=== design 1 ===
design_1/cell_classes.png
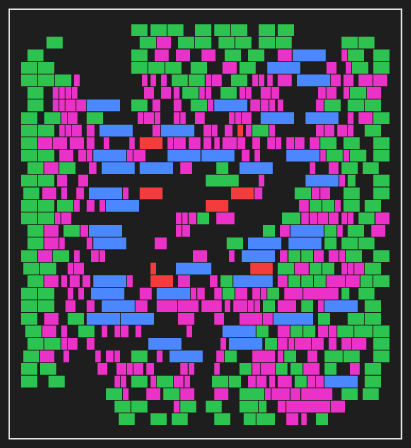

--- src/rtl/c32b_8b_arb_if.sv ---
// Bus bundle for c32b_8b_arb: four 32-bit word requesters on one side,
// the serialized byte stream plus grant status on the other.
// master: requester/consumer side; slave: the arbiter itself.
interface c32b_8b_arb_if;
  logic [3:0]  req_valid;
  logic [31:0] data_in0;
  logic [31:0] data_in1;
  logic [31:0] data_in2;
  logic [31:0] data_in3;
  logic [3:0]  req_ready;
  logic [7:0]  data_out;
  logic        valid_out;
  logic        sof;
  logic [1:0]  grant_id;
  logic        busy;

  modport master (
    output req_valid, data_in0, data_in1, data_in2, data_in3,
    input  req_ready, data_out, valid_out, sof, grant_id, busy
  );

  modport slave (
    input  req_valid, data_in0, data_in1, data_in2, data_in3,
    output req_ready, data_out, valid_out, sof, grant_id, busy
  );
endinterface

--- src/rtl/c32b_8b_arb.sv ---
// c32b_8b_arb: arbitrates four 32-bit word sources onto one byte lane,
// emitting each granted word as four bytes, LSB first, back-to-back.
// Build option: define C32B8_ARB_STRICT_PRIO_EN for fixed priority
// (requester 0 highest); default is round-robin.
module c32b_8b_arb #(
  parameter logic [7:0] IDLE_BYTE = 8'h00
) (
  input logic           clock,
  input logic           reset,
  c32b_8b_arb_if.slave  bus
);

  typedef enum logic {ST_IDLE, ST_SEND} state_e;

  state_e      state_q;
  logic [1:0]  phase_q;
  logic [31:8] hold_q;     // byte 0 leaves directly from the input mux
  logic [7:0]  data_q;
  logic        sof_q;
  logic [1:0]  grant_q;
`ifndef C32B8_ARB_STRICT_PRIO_EN
  logic [1:0]  rr_last_q;
  logic [1:0]  idx;
`endif

  logic        can_accept;
  logic        found;
  logic        accept;
  logic [1:0]  win;
  logic [31:0] win_data;
  logic [1:0]  phase_d;

  assign can_accept = (state_q == ST_IDLE) || (phase_q == 2'd3);
  assign accept     = can_accept && found && !reset;
  assign phase_d    = phase_q + 2'd1;

  // Winner search: first valid requester in priority order
  always_comb begin
    win   = '0;
    found = 1'b0;
`ifdef C32B8_ARB_STRICT_PRIO_EN
    for (int unsigned k = 0; k < 4; k++) begin
      if (!found && bus.req_valid[k]) begin
        found = 1'b1;
        win   = 2'(k);
      end
    end
`else
    idx = '0;
    for (int unsigned k = 1; k <= 4; k++) begin
      idx = rr_last_q + 2'(k);
      if (!found && bus.req_valid[idx]) begin
        found = 1'b1;
        win   = idx;
      end
    end
`endif
  end

  // Word mux for the winning requester
  always_comb begin
    case (win)
      2'd0:    win_data = bus.data_in0;
      2'd1:    win_data = bus.data_in1;
      2'd2:    win_data = bus.data_in2;
      default: win_data = bus.data_in3;
    endcase
  end

  assign bus.req_ready = accept ? (4'(1) << win) : '0;
  assign bus.data_out  = data_q;
  assign bus.valid_out = (state_q == ST_SEND);
  assign bus.busy      = (state_q == ST_SEND);
  assign bus.sof       = sof_q;
  assign bus.grant_id  = grant_q;

  // Sequencer: load on accept, then step through bytes 1..3, then idle
  always_ff @(posedge clock) begin
    if (reset) begin
      state_q   <= ST_IDLE;
      phase_q   <= '0;
      hold_q    <= '0;
      data_q    <= IDLE_BYTE;
      sof_q     <= 1'b0;
      grant_q   <= '0;
`ifndef C32B8_ARB_STRICT_PRIO_EN
      rr_last_q <= 2'd3;
`endif
    end else if (accept) begin
      state_q   <= ST_SEND;
      phase_q   <= '0;
      hold_q    <= win_data[31:8];
      data_q    <= win_data[7:0];
      sof_q     <= 1'b1;
      grant_q   <= win;
`ifndef C32B8_ARB_STRICT_PRIO_EN
      rr_last_q <= win;
`endif
    end else if (state_q == ST_SEND) begin
      if (phase_q != 2'd3) begin
        phase_q <= phase_d;
        sof_q   <= 1'b0;
        case (phase_d)
          2'd1:    data_q <= hold_q[15:8];
          2'd2:    data_q <= hold_q[23:16];
          default: data_q <= hold_q[31:24];
        endcase
      end else begin
        state_q <= ST_IDLE;
        data_q  <= IDLE_BYTE;
        sof_q   <= 1'b0;
      end
    end
  end

endmodule
--- src/flat_wrapper.sv ---
// flat-port wrapper written by rule: the top's interface ports become plain ports
module c32b_8b_arb_flat 
#(
  parameter logic [7:0] IDLE_BYTE = 8'h00
)
  (clock, reset, bus_req_valid, bus_data_in0, bus_data_in1, bus_data_in2, bus_data_in3, bus_req_ready, bus_data_out, bus_valid_out, bus_sof, bus_grant_id, bus_busy);
  c32b_8b_arb_if bus_i ();
  input logic clock;
  input logic reset;
  input wire logic [$bits(bus_i.req_valid)-1:0] bus_req_valid;
  input wire logic [$bits(bus_i.data_in0)-1:0] bus_data_in0;
  input wire logic [$bits(bus_i.data_in1)-1:0] bus_data_in1;
  input wire logic [$bits(bus_i.data_in2)-1:0] bus_data_in2;
  input wire logic [$bits(bus_i.data_in3)-1:0] bus_data_in3;
  output wire logic [$bits(bus_i.req_ready)-1:0] bus_req_ready;
  output wire logic [$bits(bus_i.data_out)-1:0] bus_data_out;
  output wire logic [$bits(bus_i.valid_out)-1:0] bus_valid_out;
  output wire logic [$bits(bus_i.sof)-1:0] bus_sof;
  output wire logic [$bits(bus_i.grant_id)-1:0] bus_grant_id;
  output wire logic [$bits(bus_i.busy)-1:0] bus_busy;
  assign bus_i.req_valid = bus_req_valid;
  assign bus_i.data_in0 = bus_data_in0;
  assign bus_i.data_in1 = bus_data_in1;
  assign bus_i.data_in2 = bus_data_in2;
  assign bus_i.data_in3 = bus_data_in3;
  assign bus_req_ready = bus_i.req_ready;
  assign bus_data_out = bus_i.data_out;
  assign bus_valid_out = bus_i.valid_out;
  assign bus_sof = bus_i.sof;
  assign bus_grant_id = bus_i.grant_id;
  assign bus_busy = bus_i.busy;
  c32b_8b_arb #(.IDLE_BYTE(IDLE_BYTE)) u_core (.clock(clock), .reset(reset), .bus(bus_i));
endmodule
--- config.mk ---
export PLATFORM = sky130hd
export DESIGN_NAME = c32b_8b_arb_flat
export DESIGN_NICKNAME = d
export VERILOG_FILES = /design/src/rtl/c32b_8b_arb_if.sv /design/src/rtl/c32b_8b_arb.sv /design/src/flat_wrapper.sv
export SDC_FILE = /design/constraint.sdc
export NUM_CORES = 1
export LEC_CHECK = 0
export ABC_AREA = 0
export ABC_CLOCK_PERIOD_IN_PS = 2200
export CORE_ASPECT_RATIO = 1.1
export CORE_MARGIN = 2
export CORE_UTILIZATION = 35
export DETAILED_ROUTE_END_ITERATION = 10
export GPL_ROUTABILITY_DRIVEN = 0
export PLACE_DENSITY = 0.84
export SETUP_SLACK_MARGIN = 0.2
export SLEW_MARGIN = 20
export SYNTH_ARGS = -nofsm -noshare
export SYNTH_HDL_FRONTEND = slang
export SYNTH_SLANG_ARGS = --single-unit
export TNS_END_PERCENT = 5
--- constraint.sdc ---
create_clock -name clock -period 2.2 [get_ports clock]
set_input_delay 0.44 -clock clock [delete_from_list [all_inputs] [get_ports clock]]
set_output_delay 0.44 -clock clock [all_outputs]
set_load 0.005 [all_outputs]
=== design 2 ===
===== src/rtl/loac_pkg.sv =====
// Shared constants and types for the switch reader and its event buffer.
package loac_pkg;

  localparam int unsigned NBITS_TOP           = 8;
  localparam int unsigned DEBOUNCE_CYCLES_DEF = 4;
  localparam int unsigned FIFO_DEPTH_DEF      = 4;

  typedef logic [NBITS_TOP-1:0] swi_t;
  // Wide enough for the largest legal debounce length (15).
  typedef logic [3:0]           dbc_cnt_t;

endpackage


===== src/rtl/swi_reader_evt_fifo.sv =====
// Event buffer: circular FIFO with valid/ready output, registered head and sticky overflow.
module evt_fifo #(
  parameter int unsigned WIDTH = 8,
  parameter int unsigned DEPTH = 4
) (
  input  logic             clk_i,
  input  logic             rst_i,
  input  logic             push_i,
  input  logic [WIDTH-1:0] push_data_i,
  output logic             valid_o,
  output logic [WIDTH-1:0] data_o,
  input  logic             ready_i,
  output logic             overflow_o
);

  localparam int unsigned AW = $clog2(DEPTH);
  typedef logic [AW-1:0] ptr_t;
  typedef logic [AW:0]   occ_t;

  logic [WIDTH-1:0] mem_q [DEPTH];
  ptr_t             wr_q, rd_q, rd_next;
  occ_t             count_q, count_d;
  logic [WIDTH-1:0] data_q, data_d;
  logic             ovf_q, ovf_d;
  logic             pop, full, wr_en;

  always_comb begin
    pop     = (count_q != '0) && ready_i;
    full    = (count_q == occ_t'(DEPTH));
    wr_en   = push_i && (!full || pop);
    rd_next = rd_q + ptr_t'(1);
    count_d = count_q + occ_t'(wr_en) - occ_t'(pop);
    ovf_d   = ovf_q | (push_i && full && !pop);
    // The head register mirrors mem_q[rd_q]; refill it from the next entry,
    // or from the incoming event when the FIFO would otherwise go empty.
    data_d  = data_q;
    if (pop) begin
      if (count_q > occ_t'(1)) data_d = mem_q[rd_next];
      else if (wr_en)          data_d = push_data_i;
    end else if ((count_q == '0) && wr_en) begin
      data_d = push_data_i;
    end
  end

  always_ff @(posedge clk_i or posedge rst_i) begin
    if (rst_i) begin
      wr_q    <= '0;
      rd_q    <= '0;
      count_q <= '0;
      data_q  <= '0;
      ovf_q   <= 1'b0;
    end else begin
      if (wr_en) wr_q <= wr_q + ptr_t'(1);
      if (pop)   rd_q <= rd_next;
      count_q <= count_d;
      data_q  <= data_d;
      ovf_q   <= ovf_d;
    end
  end

  always_ff @(posedge clk_i) begin
    if (wr_en) mem_q[wr_q] <= push_data_i;
  end

  assign valid_o    = (count_q != '0);
  assign data_o     = data_q;
  assign overflow_o = ovf_q;

endmodule


===== src/rtl/swi_reader.sv =====
// Switch reader: synchronize, debounce per bit, detect stable edges, buffer change events.
module swi_reader
  import loac_pkg::*;
#(
  parameter int unsigned DEBOUNCE_CYCLES = DEBOUNCE_CYCLES_DEF,
  parameter int unsigned FIFO_DEPTH      = FIFO_DEPTH_DEF
) (
  input  logic clk_2,
  input  logic reset,
  input  swi_t SWI,
  output swi_t swi_stable,
  output swi_t swi_rise,
  output swi_t swi_fall,
  output logic evt_valid,
  output swi_t evt_data,
  input  logic evt_ready,
  output logic evt_overflow
);

  localparam dbc_cnt_t CNT_LAST = dbc_cnt_t'(DEBOUNCE_CYCLES - 1);

  swi_t     sync1_q, sync2_q, stable_q, stable_d, rise_q, fall_q;
  dbc_cnt_t cnt_q [NBITS_TOP];
  dbc_cnt_t cnt_d [NBITS_TOP];
  logic     push;

  always_comb begin
    stable_d = stable_q;
    for (int unsigned i = 0; i < NBITS_TOP; i++) begin
      cnt_d[i] = '0;
      if (sync2_q[i] != stable_q[i]) begin
        if (cnt_q[i] == CNT_LAST) stable_d[i] = sync2_q[i];
        else                      cnt_d[i]    = cnt_q[i] + dbc_cnt_t'(1);
      end
    end
    push = |(stable_d ^ stable_q);
  end

  always_ff @(posedge clk_2 or posedge reset) begin
    if (reset) begin
      sync1_q  <= '0;
      sync2_q  <= '0;
      stable_q <= '0;
      rise_q   <= '0;
      fall_q   <= '0;
      cnt_q    <= '{default: '0};
    end else begin
      sync1_q  <= SWI;
      sync2_q  <= sync1_q;
      stable_q <= stable_d;
      rise_q   <= stable_d & ~stable_q;
      fall_q   <= ~stable_d & stable_q;
      cnt_q    <= cnt_d;
    end
  end

  evt_fifo #(
    .WIDTH (NBITS_TOP),
    .DEPTH (FIFO_DEPTH)
  ) u_evt_fifo (
    .clk_i       (clk_2),
    .rst_i       (reset),
    .push_i      (push),
    .push_data_i (stable_d),
    .valid_o     (evt_valid),
    .data_o      (evt_data),
    .ready_i     (evt_ready),
    .overflow_o  (evt_overflow)
  );

  assign swi_stable = stable_q;
  assign swi_rise   = rise_q;
  assign swi_fall   = fall_q;

endmodule


===== config.mk =====
export PLATFORM = sky130hd
export DESIGN_NAME = swi_reader
export DESIGN_NICKNAME = d
export VERILOG_FILES = /design/src/rtl/loac_pkg.sv /design/src/rtl/swi_reader_evt_fifo.sv /design/src/rtl/swi_reader.sv
export SDC_FILE = /design/constraint.sdc
export NUM_CORES = 1
export LEC_CHECK = 0
export CAP_MARGIN = 20
export CORE_MARGIN = 2
export CORE_UTILIZATION = 50
export CTS_BUF_LIST = sky130_fd_sc_hd__clkbuf_16
export CTS_CLUSTER_SIZE = 14
export DETAILED_ROUTE_END_ITERATION = 8
export PLACE_DENSITY = 0.73
export SLEW_MARGIN = 20
export SYNTH_ARGS = -nofsm -noshare
export SYNTH_HDL_FRONTEND = slang
export SYNTH_HIERARCHICAL = 1
export SYNTH_SLANG_ARGS = --single-unit

===== constraint.sdc =====
create_clock -name clk_2 -period 3.08 [get_ports clk_2]
set_input_delay 0.924 -clock clk_2 [delete_from_list [all_inputs] [get_ports clk_2]]
set_output_delay 0.924 -clock clk_2 [all_outputs]
set_load 0.03 [all_outputs]

=== design 3 ===
## src/rtl/ft_recovery_ctrl_pkg.sv

```systemverilog
// Shared constants and the recovery state encoding for the lockstep
// rollback controller.
package ft_pkg;

  localparam int FT_NUM_REGS     = 32;
  localparam int FT_DRAIN_CYCLES = 4;

  typedef enum logic [2:0] {
    IDLE,
    DRAIN,
    REPLAY,
    SET_PC,
    DONE
  } ft_rec_state_e;

endpackage

```

## src/rtl/ft_recovery_ctrl_sat_counter.sv

```systemverilog
// Saturating up-counter: increments on inc_i and sticks at all-ones
// instead of wrapping.
module ft_sat_counter #(
  parameter int WIDTH = 8
) (
  input  logic             clk_i,
  input  logic             rst_i,
  input  logic             inc_i,
  output logic [WIDTH-1:0] count_o
);

  logic [WIDTH-1:0] count_q;
  logic [WIDTH-1:0] count_d;

  assign count_d = (inc_i && (count_q != '1)) ? count_q + 1'b1 : count_q;

  // NOTE: state is written with <= so every flop samples pre-edge values;
  // a blocking = here would let later statements see the new value.
  always_ff @(posedge clk_i) begin
    if (rst_i) count_q <= '0;
    else       count_q <= count_d;
  end

  assign count_o = count_q;

endmodule

```

## src/rtl/ft_recovery_ctrl.sv

```systemverilog
// Rollback recovery sequencer: drain, replay shadow GPRs x1..x31 into both
// cores, restore PC, release fetch. Back-to-back recoveries chain via pending.
module ft_recovery_ctrl
  import ft_pkg::*;
#(
  parameter int ADDR_WIDTH   = 5,
  parameter int DATA_WIDTH   = 32,
  parameter int NUM_REGS     = FT_NUM_REGS,
  parameter int DRAIN_CYCLES = FT_DRAIN_CYCLES,
  parameter int CNT_WIDTH    = 8
) (
  input  logic                  clk_i,
  input  logic                  rst_i,
  input  logic                  error_i,
  output logic [ADDR_WIDTH-1:0] sgpr_raddr_o,
  input  logic [DATA_WIDTH-1:0] sgpr_rdata_i,
  output logic                  sgpr_we_block_o,
  input  logic [DATA_WIDTH-1:0] spc_i,
  output logic                  core_we_o,
  output logic [ADDR_WIDTH-1:0] core_waddr_o,
  output logic [DATA_WIDTH-1:0] core_wdata_o,
  output logic                  pc_set_o,
  output logic [DATA_WIDTH-1:0] pc_o,
  output logic                  fetch_block_o,
  output logic                  busy_o,
  output logic                  done_o,
  output logic [CNT_WIDTH-1:0]  err_count_o
);

  localparam int DCNT_W = $clog2(DRAIN_CYCLES + 1);
  localparam logic [DCNT_W-1:0]     DRAIN_LOAD = DCNT_W'(DRAIN_CYCLES - 1);
  localparam logic [ADDR_WIDTH-1:0] LAST_PTR   = ADDR_WIDTH'(NUM_REGS - 1);

  ft_rec_state_e         state_q;
  logic [DCNT_W-1:0]     drain_cnt_q;
  logic [ADDR_WIDTH-1:0] ptr_q;
  logic                  pending_q;
  logic                  fetch_block_q;
  logic                  sgpr_we_block_q;
  logic                  core_we_q;
  logic                  pc_set_q;
  logic                  busy_q;
  logic                  done_q;

  // An error arriving during DONE itself still chains a new recovery.
  logic restart;
  logic count_inc;
  assign restart   = pending_q | error_i;
  assign count_inc = ((state_q == IDLE) && error_i) || ((state_q == DONE) && restart);

  always_ff @(posedge clk_i) begin
    if (rst_i) begin
      state_q         <= IDLE;
      drain_cnt_q     <= '0;
      ptr_q           <= '0;
      pending_q       <= 1'b0;
      fetch_block_q   <= 1'b0;
      sgpr_we_block_q <= 1'b0;
      core_we_q       <= 1'b0;
      pc_set_q        <= 1'b0;
      busy_q          <= 1'b0;
      done_q          <= 1'b0;
    end else begin
      core_we_q <= 1'b0;
      pc_set_q  <= 1'b0;
      done_q    <= 1'b0;
      if ((state_q != IDLE) && (state_q != DONE) && error_i) pending_q <= 1'b1;
      unique case (state_q)
        IDLE: if (error_i) begin
          state_q         <= DRAIN;
          drain_cnt_q     <= DRAIN_LOAD;
          fetch_block_q   <= 1'b1;
          sgpr_we_block_q <= 1'b1;
          busy_q          <= 1'b1;
        end
        DRAIN: if (drain_cnt_q == '0) begin
          state_q   <= REPLAY;
          ptr_q     <= ADDR_WIDTH'(1);
          core_we_q <= 1'b1;
        end else begin
          drain_cnt_q <= drain_cnt_q - 1'b1;
        end
        REPLAY: if (ptr_q == LAST_PTR) begin
          state_q  <= SET_PC;
          ptr_q    <= '0;
          pc_set_q <= 1'b1;
        end else begin
          ptr_q     <= ptr_q + 1'b1;
          core_we_q <= 1'b1;
        end
        SET_PC: begin
          state_q         <= DONE;
          done_q          <= 1'b1;
          sgpr_we_block_q <= 1'b0;
          fetch_block_q   <= restart;
        end
        DONE: begin
          pending_q <= 1'b0;
          if (restart) begin
            state_q         <= DRAIN;
            drain_cnt_q     <= DRAIN_LOAD;
            fetch_block_q   <= 1'b1;
            sgpr_we_block_q <= 1'b1;
          end else begin
            state_q       <= IDLE;
            fetch_block_q <= 1'b0;
            busy_q        <= 1'b0;
          end
        end
        default: state_q <= IDLE;
      endcase
    end
  end

  ft_sat_counter #(
    .WIDTH(CNT_WIDTH)
  ) u_err_cnt (
    .clk_i  (clk_i),
    .rst_i  (rst_i),
    .inc_i  (count_inc),
    .count_o(err_count_o)
  );

  // Datapath outputs are gated by registered strobes, never by error_i.
  assign sgpr_raddr_o    = core_we_q ? ptr_q : '0;
  assign core_waddr_o    = core_we_q ? ptr_q : '0;
  assign core_wdata_o    = core_we_q ? sgpr_rdata_i : '0;
  assign core_we_o       = core_we_q;
  assign pc_set_o        = pc_set_q;
  assign pc_o            = pc_set_q ? spc_i : '0;
  assign fetch_block_o   = fetch_block_q;
  assign sgpr_we_block_o = sgpr_we_block_q;
  assign busy_o          = busy_q;
  assign done_o          = done_q;

endmodule
```

## config.mk

```make
export PLATFORM = sky130hd
export DESIGN_NAME = ft_recovery_ctrl
export DESIGN_NICKNAME = d
export VERILOG_FILES = /design/src/rtl/ft_recovery_ctrl_pkg.sv /design/src/rtl/ft_recovery_ctrl_sat_counter.sv /design/src/rtl/ft_recovery_ctrl.sv
export SDC_FILE = /design/constraint.sdc
export NUM_CORES = 1
export LEC_CHECK = 0
export CORE_MARGIN = 2
export CORE_UTILIZATION = 28
export CTS_CLUSTER_DIAMETER = 40
export DETAILED_ROUTE_END_ITERATION = 16
export PLACE_DENSITY = 0.77
export SETUP_SLACK_MARGIN = 0.02
export SYNTH_ARGS = -nofsm -noshare
export SYNTH_HDL_FRONTEND = slang
export SYNTH_SLANG_ARGS = --single-unit
```

## constraint.sdc

```tcl
create_clock -name clk_i -period 2 [get_ports clk_i]
set_input_delay 0.2 -clock clk_i [delete_from_list [all_inputs] [get_ports clk_i]]
set_output_delay 0.2 -clock clk_i [all_outputs]
set_load 0.03 [all_outputs]
```

=== design 4 ===
$ cat config.mk
export PLATFORM = sky130hd
export DESIGN_NAME = tc11_to_binary_pipe_flat
export DESIGN_NICKNAME = d
export VERILOG_FILES = /design/src/rtl/tc11_to_binary_pipe_if.sv /design/src/rtl/tc11_to_binary_pipe.sv /design/src/flat_wrapper.sv
export SDC_FILE = /design/constraint.sdc
export NUM_CORES = 1
export LEC_CHECK = 0
export CELL_PAD_IN_SITES_DETAIL_PLACEMENT = 0
export CELL_PAD_IN_SITES_GLOBAL_PLACEMENT = 2
export CORE_MARGIN = 5
export CORE_UTILIZATION = 33
export DETAILED_ROUTE_END_ITERATION = 10
export PLACE_DENSITY_LB_ADDON = 0.1
export SETUP_SLACK_MARGIN = 0.1
export SYNTH_ARGS = -nofsm -noshare
export SYNTH_HDL_FRONTEND = slang
export SYNTH_SLANG_ARGS = --single-unit
$ cat constraint.sdc
create_clock -name clk -period 2.13 [get_ports clk]
set_input_delay 0.213 -clock clk [delete_from_list [all_inputs] [get_ports clk]]
set_output_delay 0.213 -clock clk [all_outputs]
set_load 0.01 [all_outputs]
$ cat src/rtl/tc11_to_binary_pipe_if.sv
// Handshake/data bundle for tc11_to_binary_pipe.
//   in_valid/in_ready/in     : thermometer-code input stream (in[1] = LSB)
//   out_valid/out_ready/out  : decoded binary residue stream
//   err                      : current output word was illegal thermometer code
//   err_clr / err_cnt        : synchronous clear / saturating error counter
// master = upstream+downstream environment, slave = the decoder.
interface tc11_to_binary_pipe_if;
  logic        in_valid;
  logic        in_ready;
  logic [10:1] in;
  logic        out_valid;
  logic        out_ready;
  logic [4:1]  out;
  logic        err;
  logic        err_clr;
  logic [8:1]  err_cnt;

  modport master (
    output in_valid, in, out_ready, err_clr,
    input  in_ready, out_valid, out, err, err_cnt
  );

  modport slave (
    input  in_valid, in, out_ready, err_clr,
    output in_ready, out_valid, out, err, err_cnt
  );
endinterface

$ cat src/rtl/tc11_to_binary_pipe.sv
// tc11_to_binary_pipe: 2-stage valid/ready decoder, 10-bit modulo-11
// thermometer code -> 4-bit binary residue, with per-word error flag and a
// saturating error counter.
// Ports:
//   clk    rising-edge clock
//   rst_n  asynchronous active-low reset
//   bus    tc11_to_binary_pipe_if.slave (streams, err, err_clr, err_cnt)
// Build option: TC11_BUBBLE_CORR_EN -- illegal words decode to popcount(in)
// instead of 4'hF (err still raised and counted).
module tc11_to_binary_pipe (
  input  logic                    clk,
  input  logic                    rst_n,
  tc11_to_binary_pipe_if.slave    bus
);

  logic        w_s2_ld, w_s1_ld, w_legal;
  logic [10:2] w_bubble;
  logic [4:1]  w_hi, w_dec;

  logic        r_s1_vld, r_s1_legal;
  logic [10:1] r_s1_code;
  logic        r_out_vld, r_err;
  logic [4:1]  r_out;
  logic [8:1]  r_err_cnt;

  // Classic skid-free 2-deep pipe: each stage loads when it is empty or the
  // stage after it is draining. in_ready never looks at in_valid.
  assign w_s2_ld = ~r_out_vld | bus.out_ready;
  assign w_s1_ld = ~r_s1_vld | w_s2_ld;

  // A bubble is a set bit sitting above a clear one.
  genvar gi;
  generate
    for (gi = 2; gi <= 10; gi++) begin : g_bub
      assign w_bubble[gi] = bus.in[gi] & ~bus.in[gi-1];
    end
  endgenerate
  assign w_legal = ~|w_bubble;

  // Highest set bit index; 0 for all-zeros. Equals k for a legal 2^k-1.
  always_comb begin
    w_hi = 4'd0;
    for (int i = 1; i <= 10; i++)
      if (r_s1_code[i]) w_hi = 4'(i);
  end

`ifdef TC11_BUBBLE_CORR_EN
  logic [4:1] w_pop;
  always_comb begin
    w_pop = 4'd0;
    for (int i = 1; i <= 10; i++)
      w_pop = w_pop + {3'd0, r_s1_code[i]};
  end
  assign w_dec = r_s1_legal ? w_hi : w_pop;
`else
  assign w_dec = r_s1_legal ? w_hi : 4'hF;
`endif

  // S1: capture code and legality.
  always_ff @(posedge clk or negedge rst_n) begin
    if (!rst_n) begin
      r_s1_vld   <= 1'b0;
      r_s1_legal <= 1'b0;
      r_s1_code  <= '0;
    end else if (w_s1_ld) begin
      r_s1_vld   <= bus.in_valid;
      r_s1_legal <= w_legal;
      r_s1_code  <= bus.in;
    end
  end

  // S2: decoded value and error flag; held while stalled.
  always_ff @(posedge clk or negedge rst_n) begin
    if (!rst_n) begin
      r_out_vld <= 1'b0;
      r_out     <= '0;
      r_err     <= 1'b0;
    end else if (w_s2_ld) begin
      r_out_vld <= r_s1_vld;
      if (r_s1_vld) begin
        r_out <= w_dec;
        r_err <= ~r_s1_legal;
      end
    end
  end

  // Counts erroneous words on output transfer; clear has priority.
  always_ff @(posedge clk or negedge rst_n) begin
    if (!rst_n)
      r_err_cnt <= '0;
    else if (bus.err_clr)
      r_err_cnt <= '0;
    else if (r_out_vld & bus.out_ready & r_err & (r_err_cnt != 8'hFF))
      r_err_cnt <= r_err_cnt + 8'd1;
  end

  assign bus.in_ready  = w_s1_ld;
  assign bus.out_valid = r_out_vld;
  assign bus.out       = r_out;
  assign bus.err       = r_err;
  assign bus.err_cnt   = r_err_cnt;

endmodule
$ cat src/flat_wrapper.sv
// flat-port wrapper written by rule: the top's interface ports become plain ports
module tc11_to_binary_pipe_flat 
  (clk, rst_n, bus_in_valid, bus_in, bus_out_ready, bus_err_clr, bus_in_ready, bus_out_valid, bus_out, bus_err, bus_err_cnt);
  tc11_to_binary_pipe_if bus_i ();
  input  logic clk;
  input  logic rst_n;
  input wire logic [$bits(bus_i.in_valid)-1:0] bus_in_valid;
  input wire logic [$bits(bus_i.in)-1:0] bus_in;
  input wire logic [$bits(bus_i.out_ready)-1:0] bus_out_ready;
  input wire logic [$bits(bus_i.err_clr)-1:0] bus_err_clr;
  output wire logic [$bits(bus_i.in_ready)-1:0] bus_in_ready;
  output wire logic [$bits(bus_i.out_valid)-1:0] bus_out_valid;
  output wire logic [$bits(bus_i.out)-1:0] bus_out;
  output wire logic [$bits(bus_i.err)-1:0] bus_err;
  output wire logic [$bits(bus_i.err_cnt)-1:0] bus_err_cnt;
  assign bus_i.in_valid = bus_in_valid;
  assign bus_i.in = bus_in;
  assign bus_i.out_ready = bus_out_ready;
  assign bus_i.err_clr = bus_err_clr;
  assign bus_in_ready = bus_i.in_ready;
  assign bus_out_valid = bus_i.out_valid;
  assign bus_out = bus_i.out;
  assign bus_err = bus_i.err;
  assign bus_err_cnt = bus_i.err_cnt;
  tc11_to_binary_pipe u_core (.clk(clk), .rst_n(rst_n), .bus(bus_i));
endmodule
design_1/pdn.png
The bar under the picture is 20 um long. Pins as bars on the die edge.
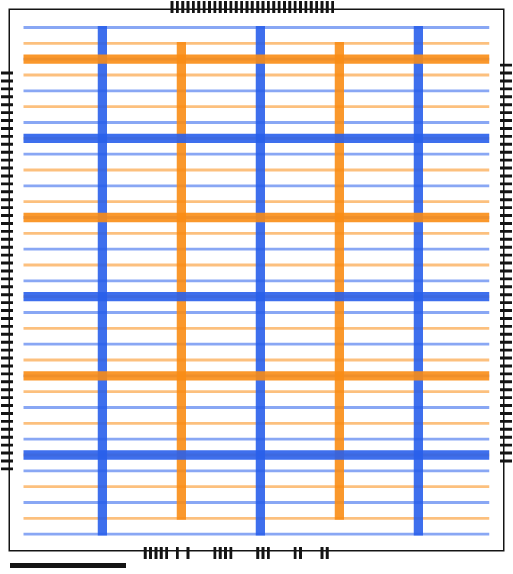
orange -> VDD
blue -> VSS
signal pins = 151
rows = 32
met1 rails = 33
met4 straps = 5
met5 straps = 6
Die Y: 92.8 um
core area: 0.00697 mm^2
worst ir drop on vdd: 0.268 mV
Die W: 84.7 um

## Picture notes: design_1/cell_classes.png
magenta -> all other logic  # cells 274
red -> clock drivers and dummy loads  # cells 8
blue -> flops  # cells 40
green -> other buffers and delay cells  # cells 189
# rows: 32
Seq/total area: 0.183
Core Util, Final: 0.635
Design Area, Final: 0.00443 mm^2

==> impl_metrics.tcl, design 1 <==
# metrics dict for downstream scripts
set metrics [dict create \
    dpl-instance-area_mm2 0.00421 \
    grt.busiest_layer "met2" \
    cp_max_fo 6 \
    globalRouteOverflowTotal 0 \
    ys_cells 344 \
    buf_share 0.409 \
    outcome "finished clean" \
    buffers 189 \
    startpoint_type "flop" \
    syn2layout_area_growth_pct 76.5 \
    drive_gt1_frac 0.137 \
    flop_cell "dfxtp_1" \
    leakage_uw 0.00176 \
    fin_hold_ws_ns 0.449 \
    total_power_uw 2210 \
    finalClockSkew_ns 0.0117 \
    cts_tree "yes" \
    drv_cap 0 \
    finalSetupTns_ns 0 \
    timing.final.crit_share 0.976 \
    hold_end "u_core.hold_q[17]" \
    worstPathRequired_ns 1.76 \
    synth_cells 344 \
    finalHoldViolCount 0 \
    crit_buf_inv 2 \
]
==> design 1: where the power goes <==
group | leakage [uW] | switching (uW) | internal (uW)
Sequential | 0.000332 | 51.1 | 804
Clock | 0.0000455 | 240 | 256
Combinational | 0.00138 | 362 | 499
==> design 1: cells by family after synthesis <==
family	count (synthesis)	synth area share
xor gates and xnor gates	1	0.00349
AOI/OAI and AO/OA	103	0.284
buffers and inverters	32	0.0649
muxes	1	0.00399
adders and majority gates	3	0.0150
DFF	40	0.319
and+or+nand+nor	164	0.309
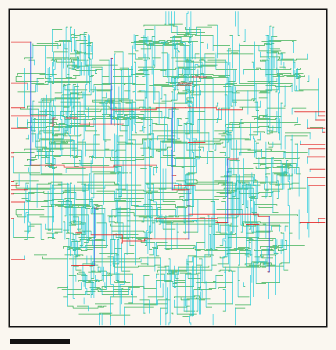
design_2/metal_stack.png
The bar under the picture is 20 um long.
cyan -> met2  # wire length 5060 um
red -> met3  # wire length 369 um
green -> met1  # wire length 4230 um
blue -> met4  # wire length 165 um
total wire length: 9820 um
GRT Resource Usage Total: 0.187
Routed WL per cell: 16.5 um

==> impl_metrics.tcl, design 2 <==
# metrics dict for downstream scripts
set metrics [dict create \
    fin_hold_ws_ns 0.345 \
    grt_antenna_before_repair 0 \
    comb.multi_input.count 186 \
    cts_resized 9 \
    yosys.area_share.aoi 0.0332 \
    crit_buf_inv 4 \
    startpoint_type "flop" \
    r2r_cells 14 \
    fillers 686 \
    outcome "finished clean" \
    synth-edff-count 32 \
    grt_pass1_vias 3326 \
    power_frac_seq 0.352 \
    core-area_mm2 0.00982 \
    common_cells "dfrtp_1, ha_1, edfxtp_1" \
    vias 3092 \
    max_slew_margin 0.525 \
    power.group.top "combinational cells" \
    hpwl_um 6210 \
    cts_hold_buf 0 \
    clock_area_frac 0.0847 \
    fmax_ghz 0.325 \
    maxSlewViolCount 0 \
]
## design 2: layout by cell type (no fill, tap or decap), types with 3 or more instances in the layout
cell,instances
or2b_1,3
xnor2_1,10
inv_1,17
nor3b_4,9
nor4_2,6
inv_2,4
clkinv_1,3
buf_4,59
nor3_1,9
ha_1,19
edfxtp_1,32
nor2b_1,8
mux2i_1,8
ha_4,7
clkbuf_16,19
nand3b_1,8
mux2_4,8
mux2_2,17
clkinv_2,4
nand2b_1,5
and4_1,8
clkdlybuf4s50_1,44
ha_2,7
and2_1,4
a21oi_1,17
mux4_2,8
dfrtp_1,88
nor2_1,7
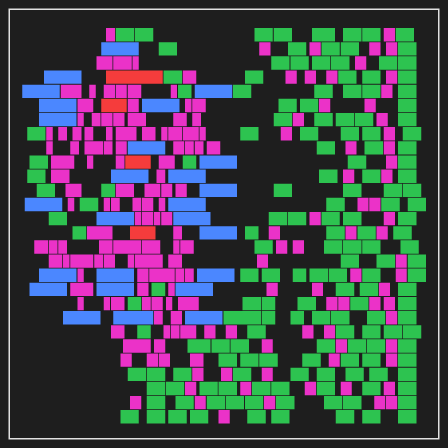
design_3/cell_classes.png
red -> clock drivers and dummy loads  # cells 4
magenta -> all other logic  # cells 174
green -> other buffers and delay cells  # cells 164
blue -> flops  # cells 26
core area: 0.00592 mm^2
Core Util, Final: 0.582
Design Area, Final: 0.00344 mm^2
Seq/total area: 0.151

design_3/final_congestion.png
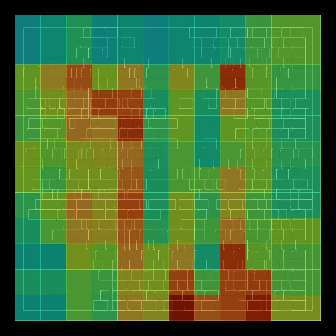
global routing usage on met2: 0.295
GRT Resource Usage Total: 0.178
Routed WL per cell: 14.1 um
layer with the highest usage: met2

==> impl_metrics.tcl, design 3 <==
# metrics dict for downstream scripts
set metrics [dict create \
    outcome "finished clean" \
    drive_gt1_frac 0.0761 \
    crit_path_end "ptr_q[3]" \
    fp.dieH_um 82.3 \
    startpoint "ptr_q[0]" \
    clock-sinks 26 \
    crit_buf_inv 0 \
    synth.avg_cell_area_um2 7.94 \
    use_met1 0.215 \
    met2WireLength_um 2960 \
    final_cells 443 \
    total_power_uw 1580 \
    root_buffer "clkbuf_8" \
    syn-num-nets 288 \
    grt_antenna_before_repair 0 \
]
design 3: cell type report:
class / instances / area (um^2)
Inverter: 9 / 33.8
Timing Repair Buffer: 164 / 1630
Clock buffer: 3 / 41.3
Multi-Input combinational cell: 165 / 1100
Clock inverter: 1 / 30.0
Tap cell: 75 / 93.8
Fill cell: 537 / 2480
Sequential cell: 26 / 522
design 3: report_power, final:
part	switching (uW)	internal, uW	leakage (uW)	total, uW
clock	168	268	0.0000357	435
combinational	256	296	0.00112	552
sequential	36.0	554	0.000212	590
design_4/cell_classes.png
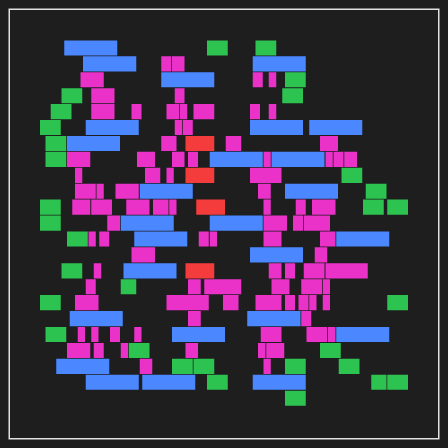
blue -> flops  # cells 26
magenta -> all other logic  # cells 91
green -> other buffers and delay cells  # cells 31
red -> clock drivers and dummy loads  # cells 4
Seq/total area: 0.378
Design Area, Final: 0.00172 mm^2

==> impl_metrics.tcl, design 4 <==
# metrics dict for downstream scripts
set metrics [dict create \
    outcome "finished clean" \
    cts.clk_slew.worst_paths_ns 0.09 \
    cp_common_cell "clkdlybuf4s50_1" \
    dp_cells 198 \
    warnings 26 \
    core-area_mm2 0.00394 \
    p_clk_frac 0.296 \
    fin_hold_ws_ns 0.309 \
    ys_area_mm2 0.00132 \
    detail-route-antenna-nets 0 \
    leakage_uw 0.000717 \
    synth-edff-count 0 \
    r2r-end "u_core.bus.err_cnt[5]" \
    finalClockSkew_ns 0.00298 \
    hp-class "input pin to async pin" \
    end_kind "primary output" \
    ys_cells 119 \
    clock_area_frac 0.0320 \
    clkbuf_count 4 \
    p_int_uw 812 \
    io_buffers 29 \
    layout_top_cell "clkdlybuf4s50_1" \
    grt_setup_unrepaired "false" \
    largest_class "registers" \
    cts.path.max_buffers 2 \
    globalRouteOverflowTotal 0 \
    n_antenna_cell 0 \
    logic_area_um2 627 \
    ff2ff_setup_slack_ns 0.69 \
    vias 1024 \
    hpwl_um 2140 \
    crit_chain "clkdlybuf4s50_1 -> nand3b_4 -> clkdlybuf4s50_1" \
    comb_share 0.364 \
    timing.final.crit_share 0.802 \
    syn_area_mm2 0.00132 \
    nets 169 \
    via_per_inst 5.07 \
    r2r_cells 5 \
    clock-sinks 26 \
    synth.avg_cell_area_um2 11.1 \
    syn-num-nets 135 \
    num-nonclk-inverters 6 \
    total_power_uw 1100 \
    wl_um 2860 \
]
## design 4: metal layers
metal	up-vias	wire length, um	GRT usage
met4	0	20	0.0307
li1	493	-	-
met3	2	160	0.0262
met5	-	0	0
met1	503	1210	0.143
met2	26	1470	0.206
## design 4: cells by family (layout without fill, tap and decap cells)
family                     Yosys count  in the layout  share of synthesized area
and+or+nand+nor                     44             44                      0.203
buffers and inverters                8             41                     0.0285
muxes                               14             14                      0.119
xor gates and xnor gates             1              1                    0.00666
AOI/OAI and AO/OA                   25             25                      0.139
DFF                                 26             26                      0.495
adders and majority gates            1              1                    0.00951

==> layout pictures side by side <==
Clock wires, drivers and flops.
panel A
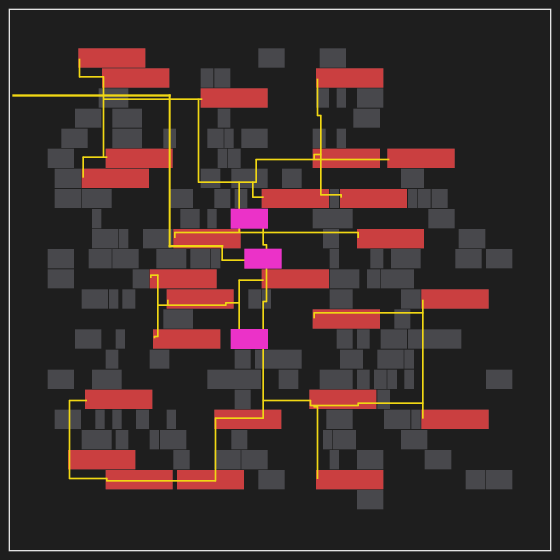
panel B
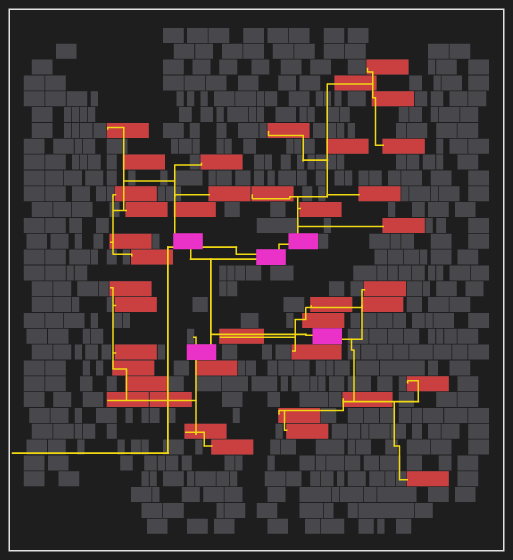
panel C
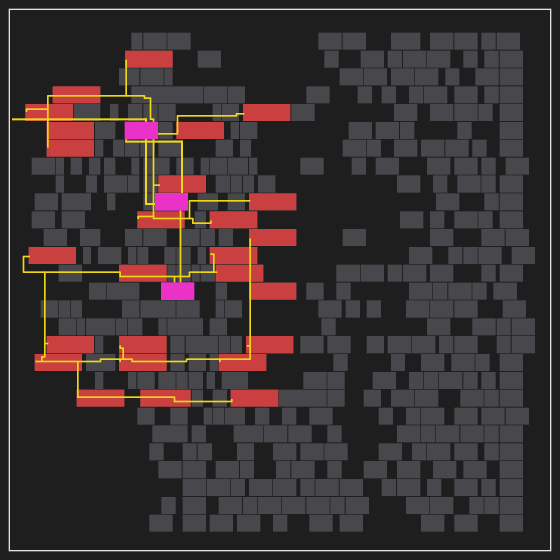
panel D
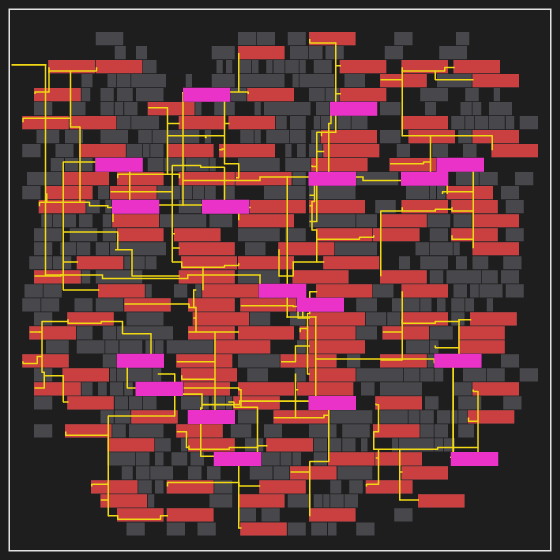
- most sequential cells: panel D
For design 3, see panel C.
For design 4, see panel A.
For design 1, see panel B.
For design 2, see panel D.

Key to panel D:
red -> flip-flops  # count 120
yellow -> clock wires  # length 1450 um
magenta -> cells driving clock nets  # count 17
routed clock nets = 18



==> layout pictures side by side <==
PDN straps and rails.
The bar under the picture is 20 um long. Pins as bars on the die edge.
image #1
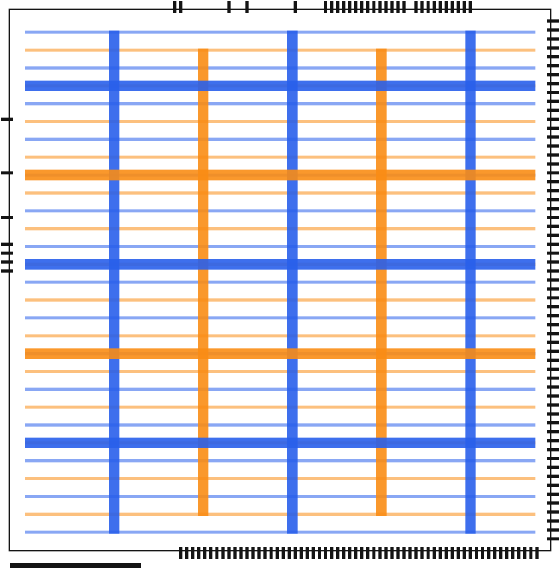
image #2
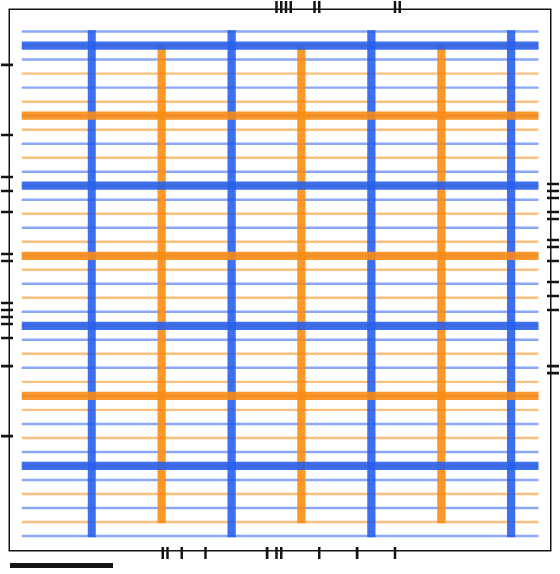
image #3
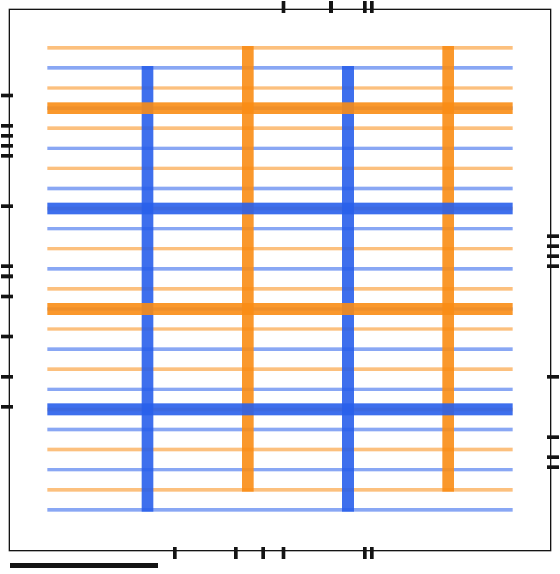
The one with the smallest die is image #3.
The one with the largest die is image #2.
design 4 -> image #3
design 2 -> image #2
design 3 -> image #1

Key to image #3:
blue -> VSS
orange -> VDD
met5 straps = 4
met4 straps = 4


==> screenshots <==
Wiring by layer.
The bar under the picture is 20 um long.
(a)
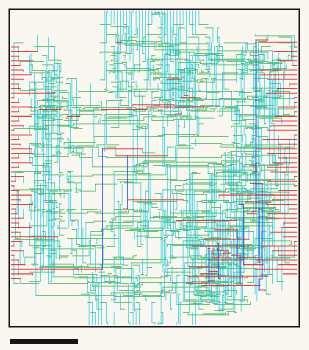
(b)
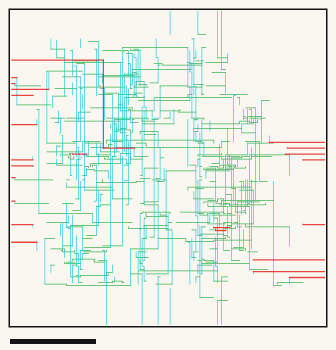
(c)
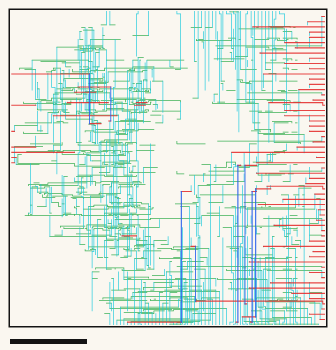
Of these, smallest die: (b)
Of these, most wire: (a)
For design 4, see (b).
For design 1, see (a).
For design 3, see (c).

Power is estimated from default activity; no workload was simulated.
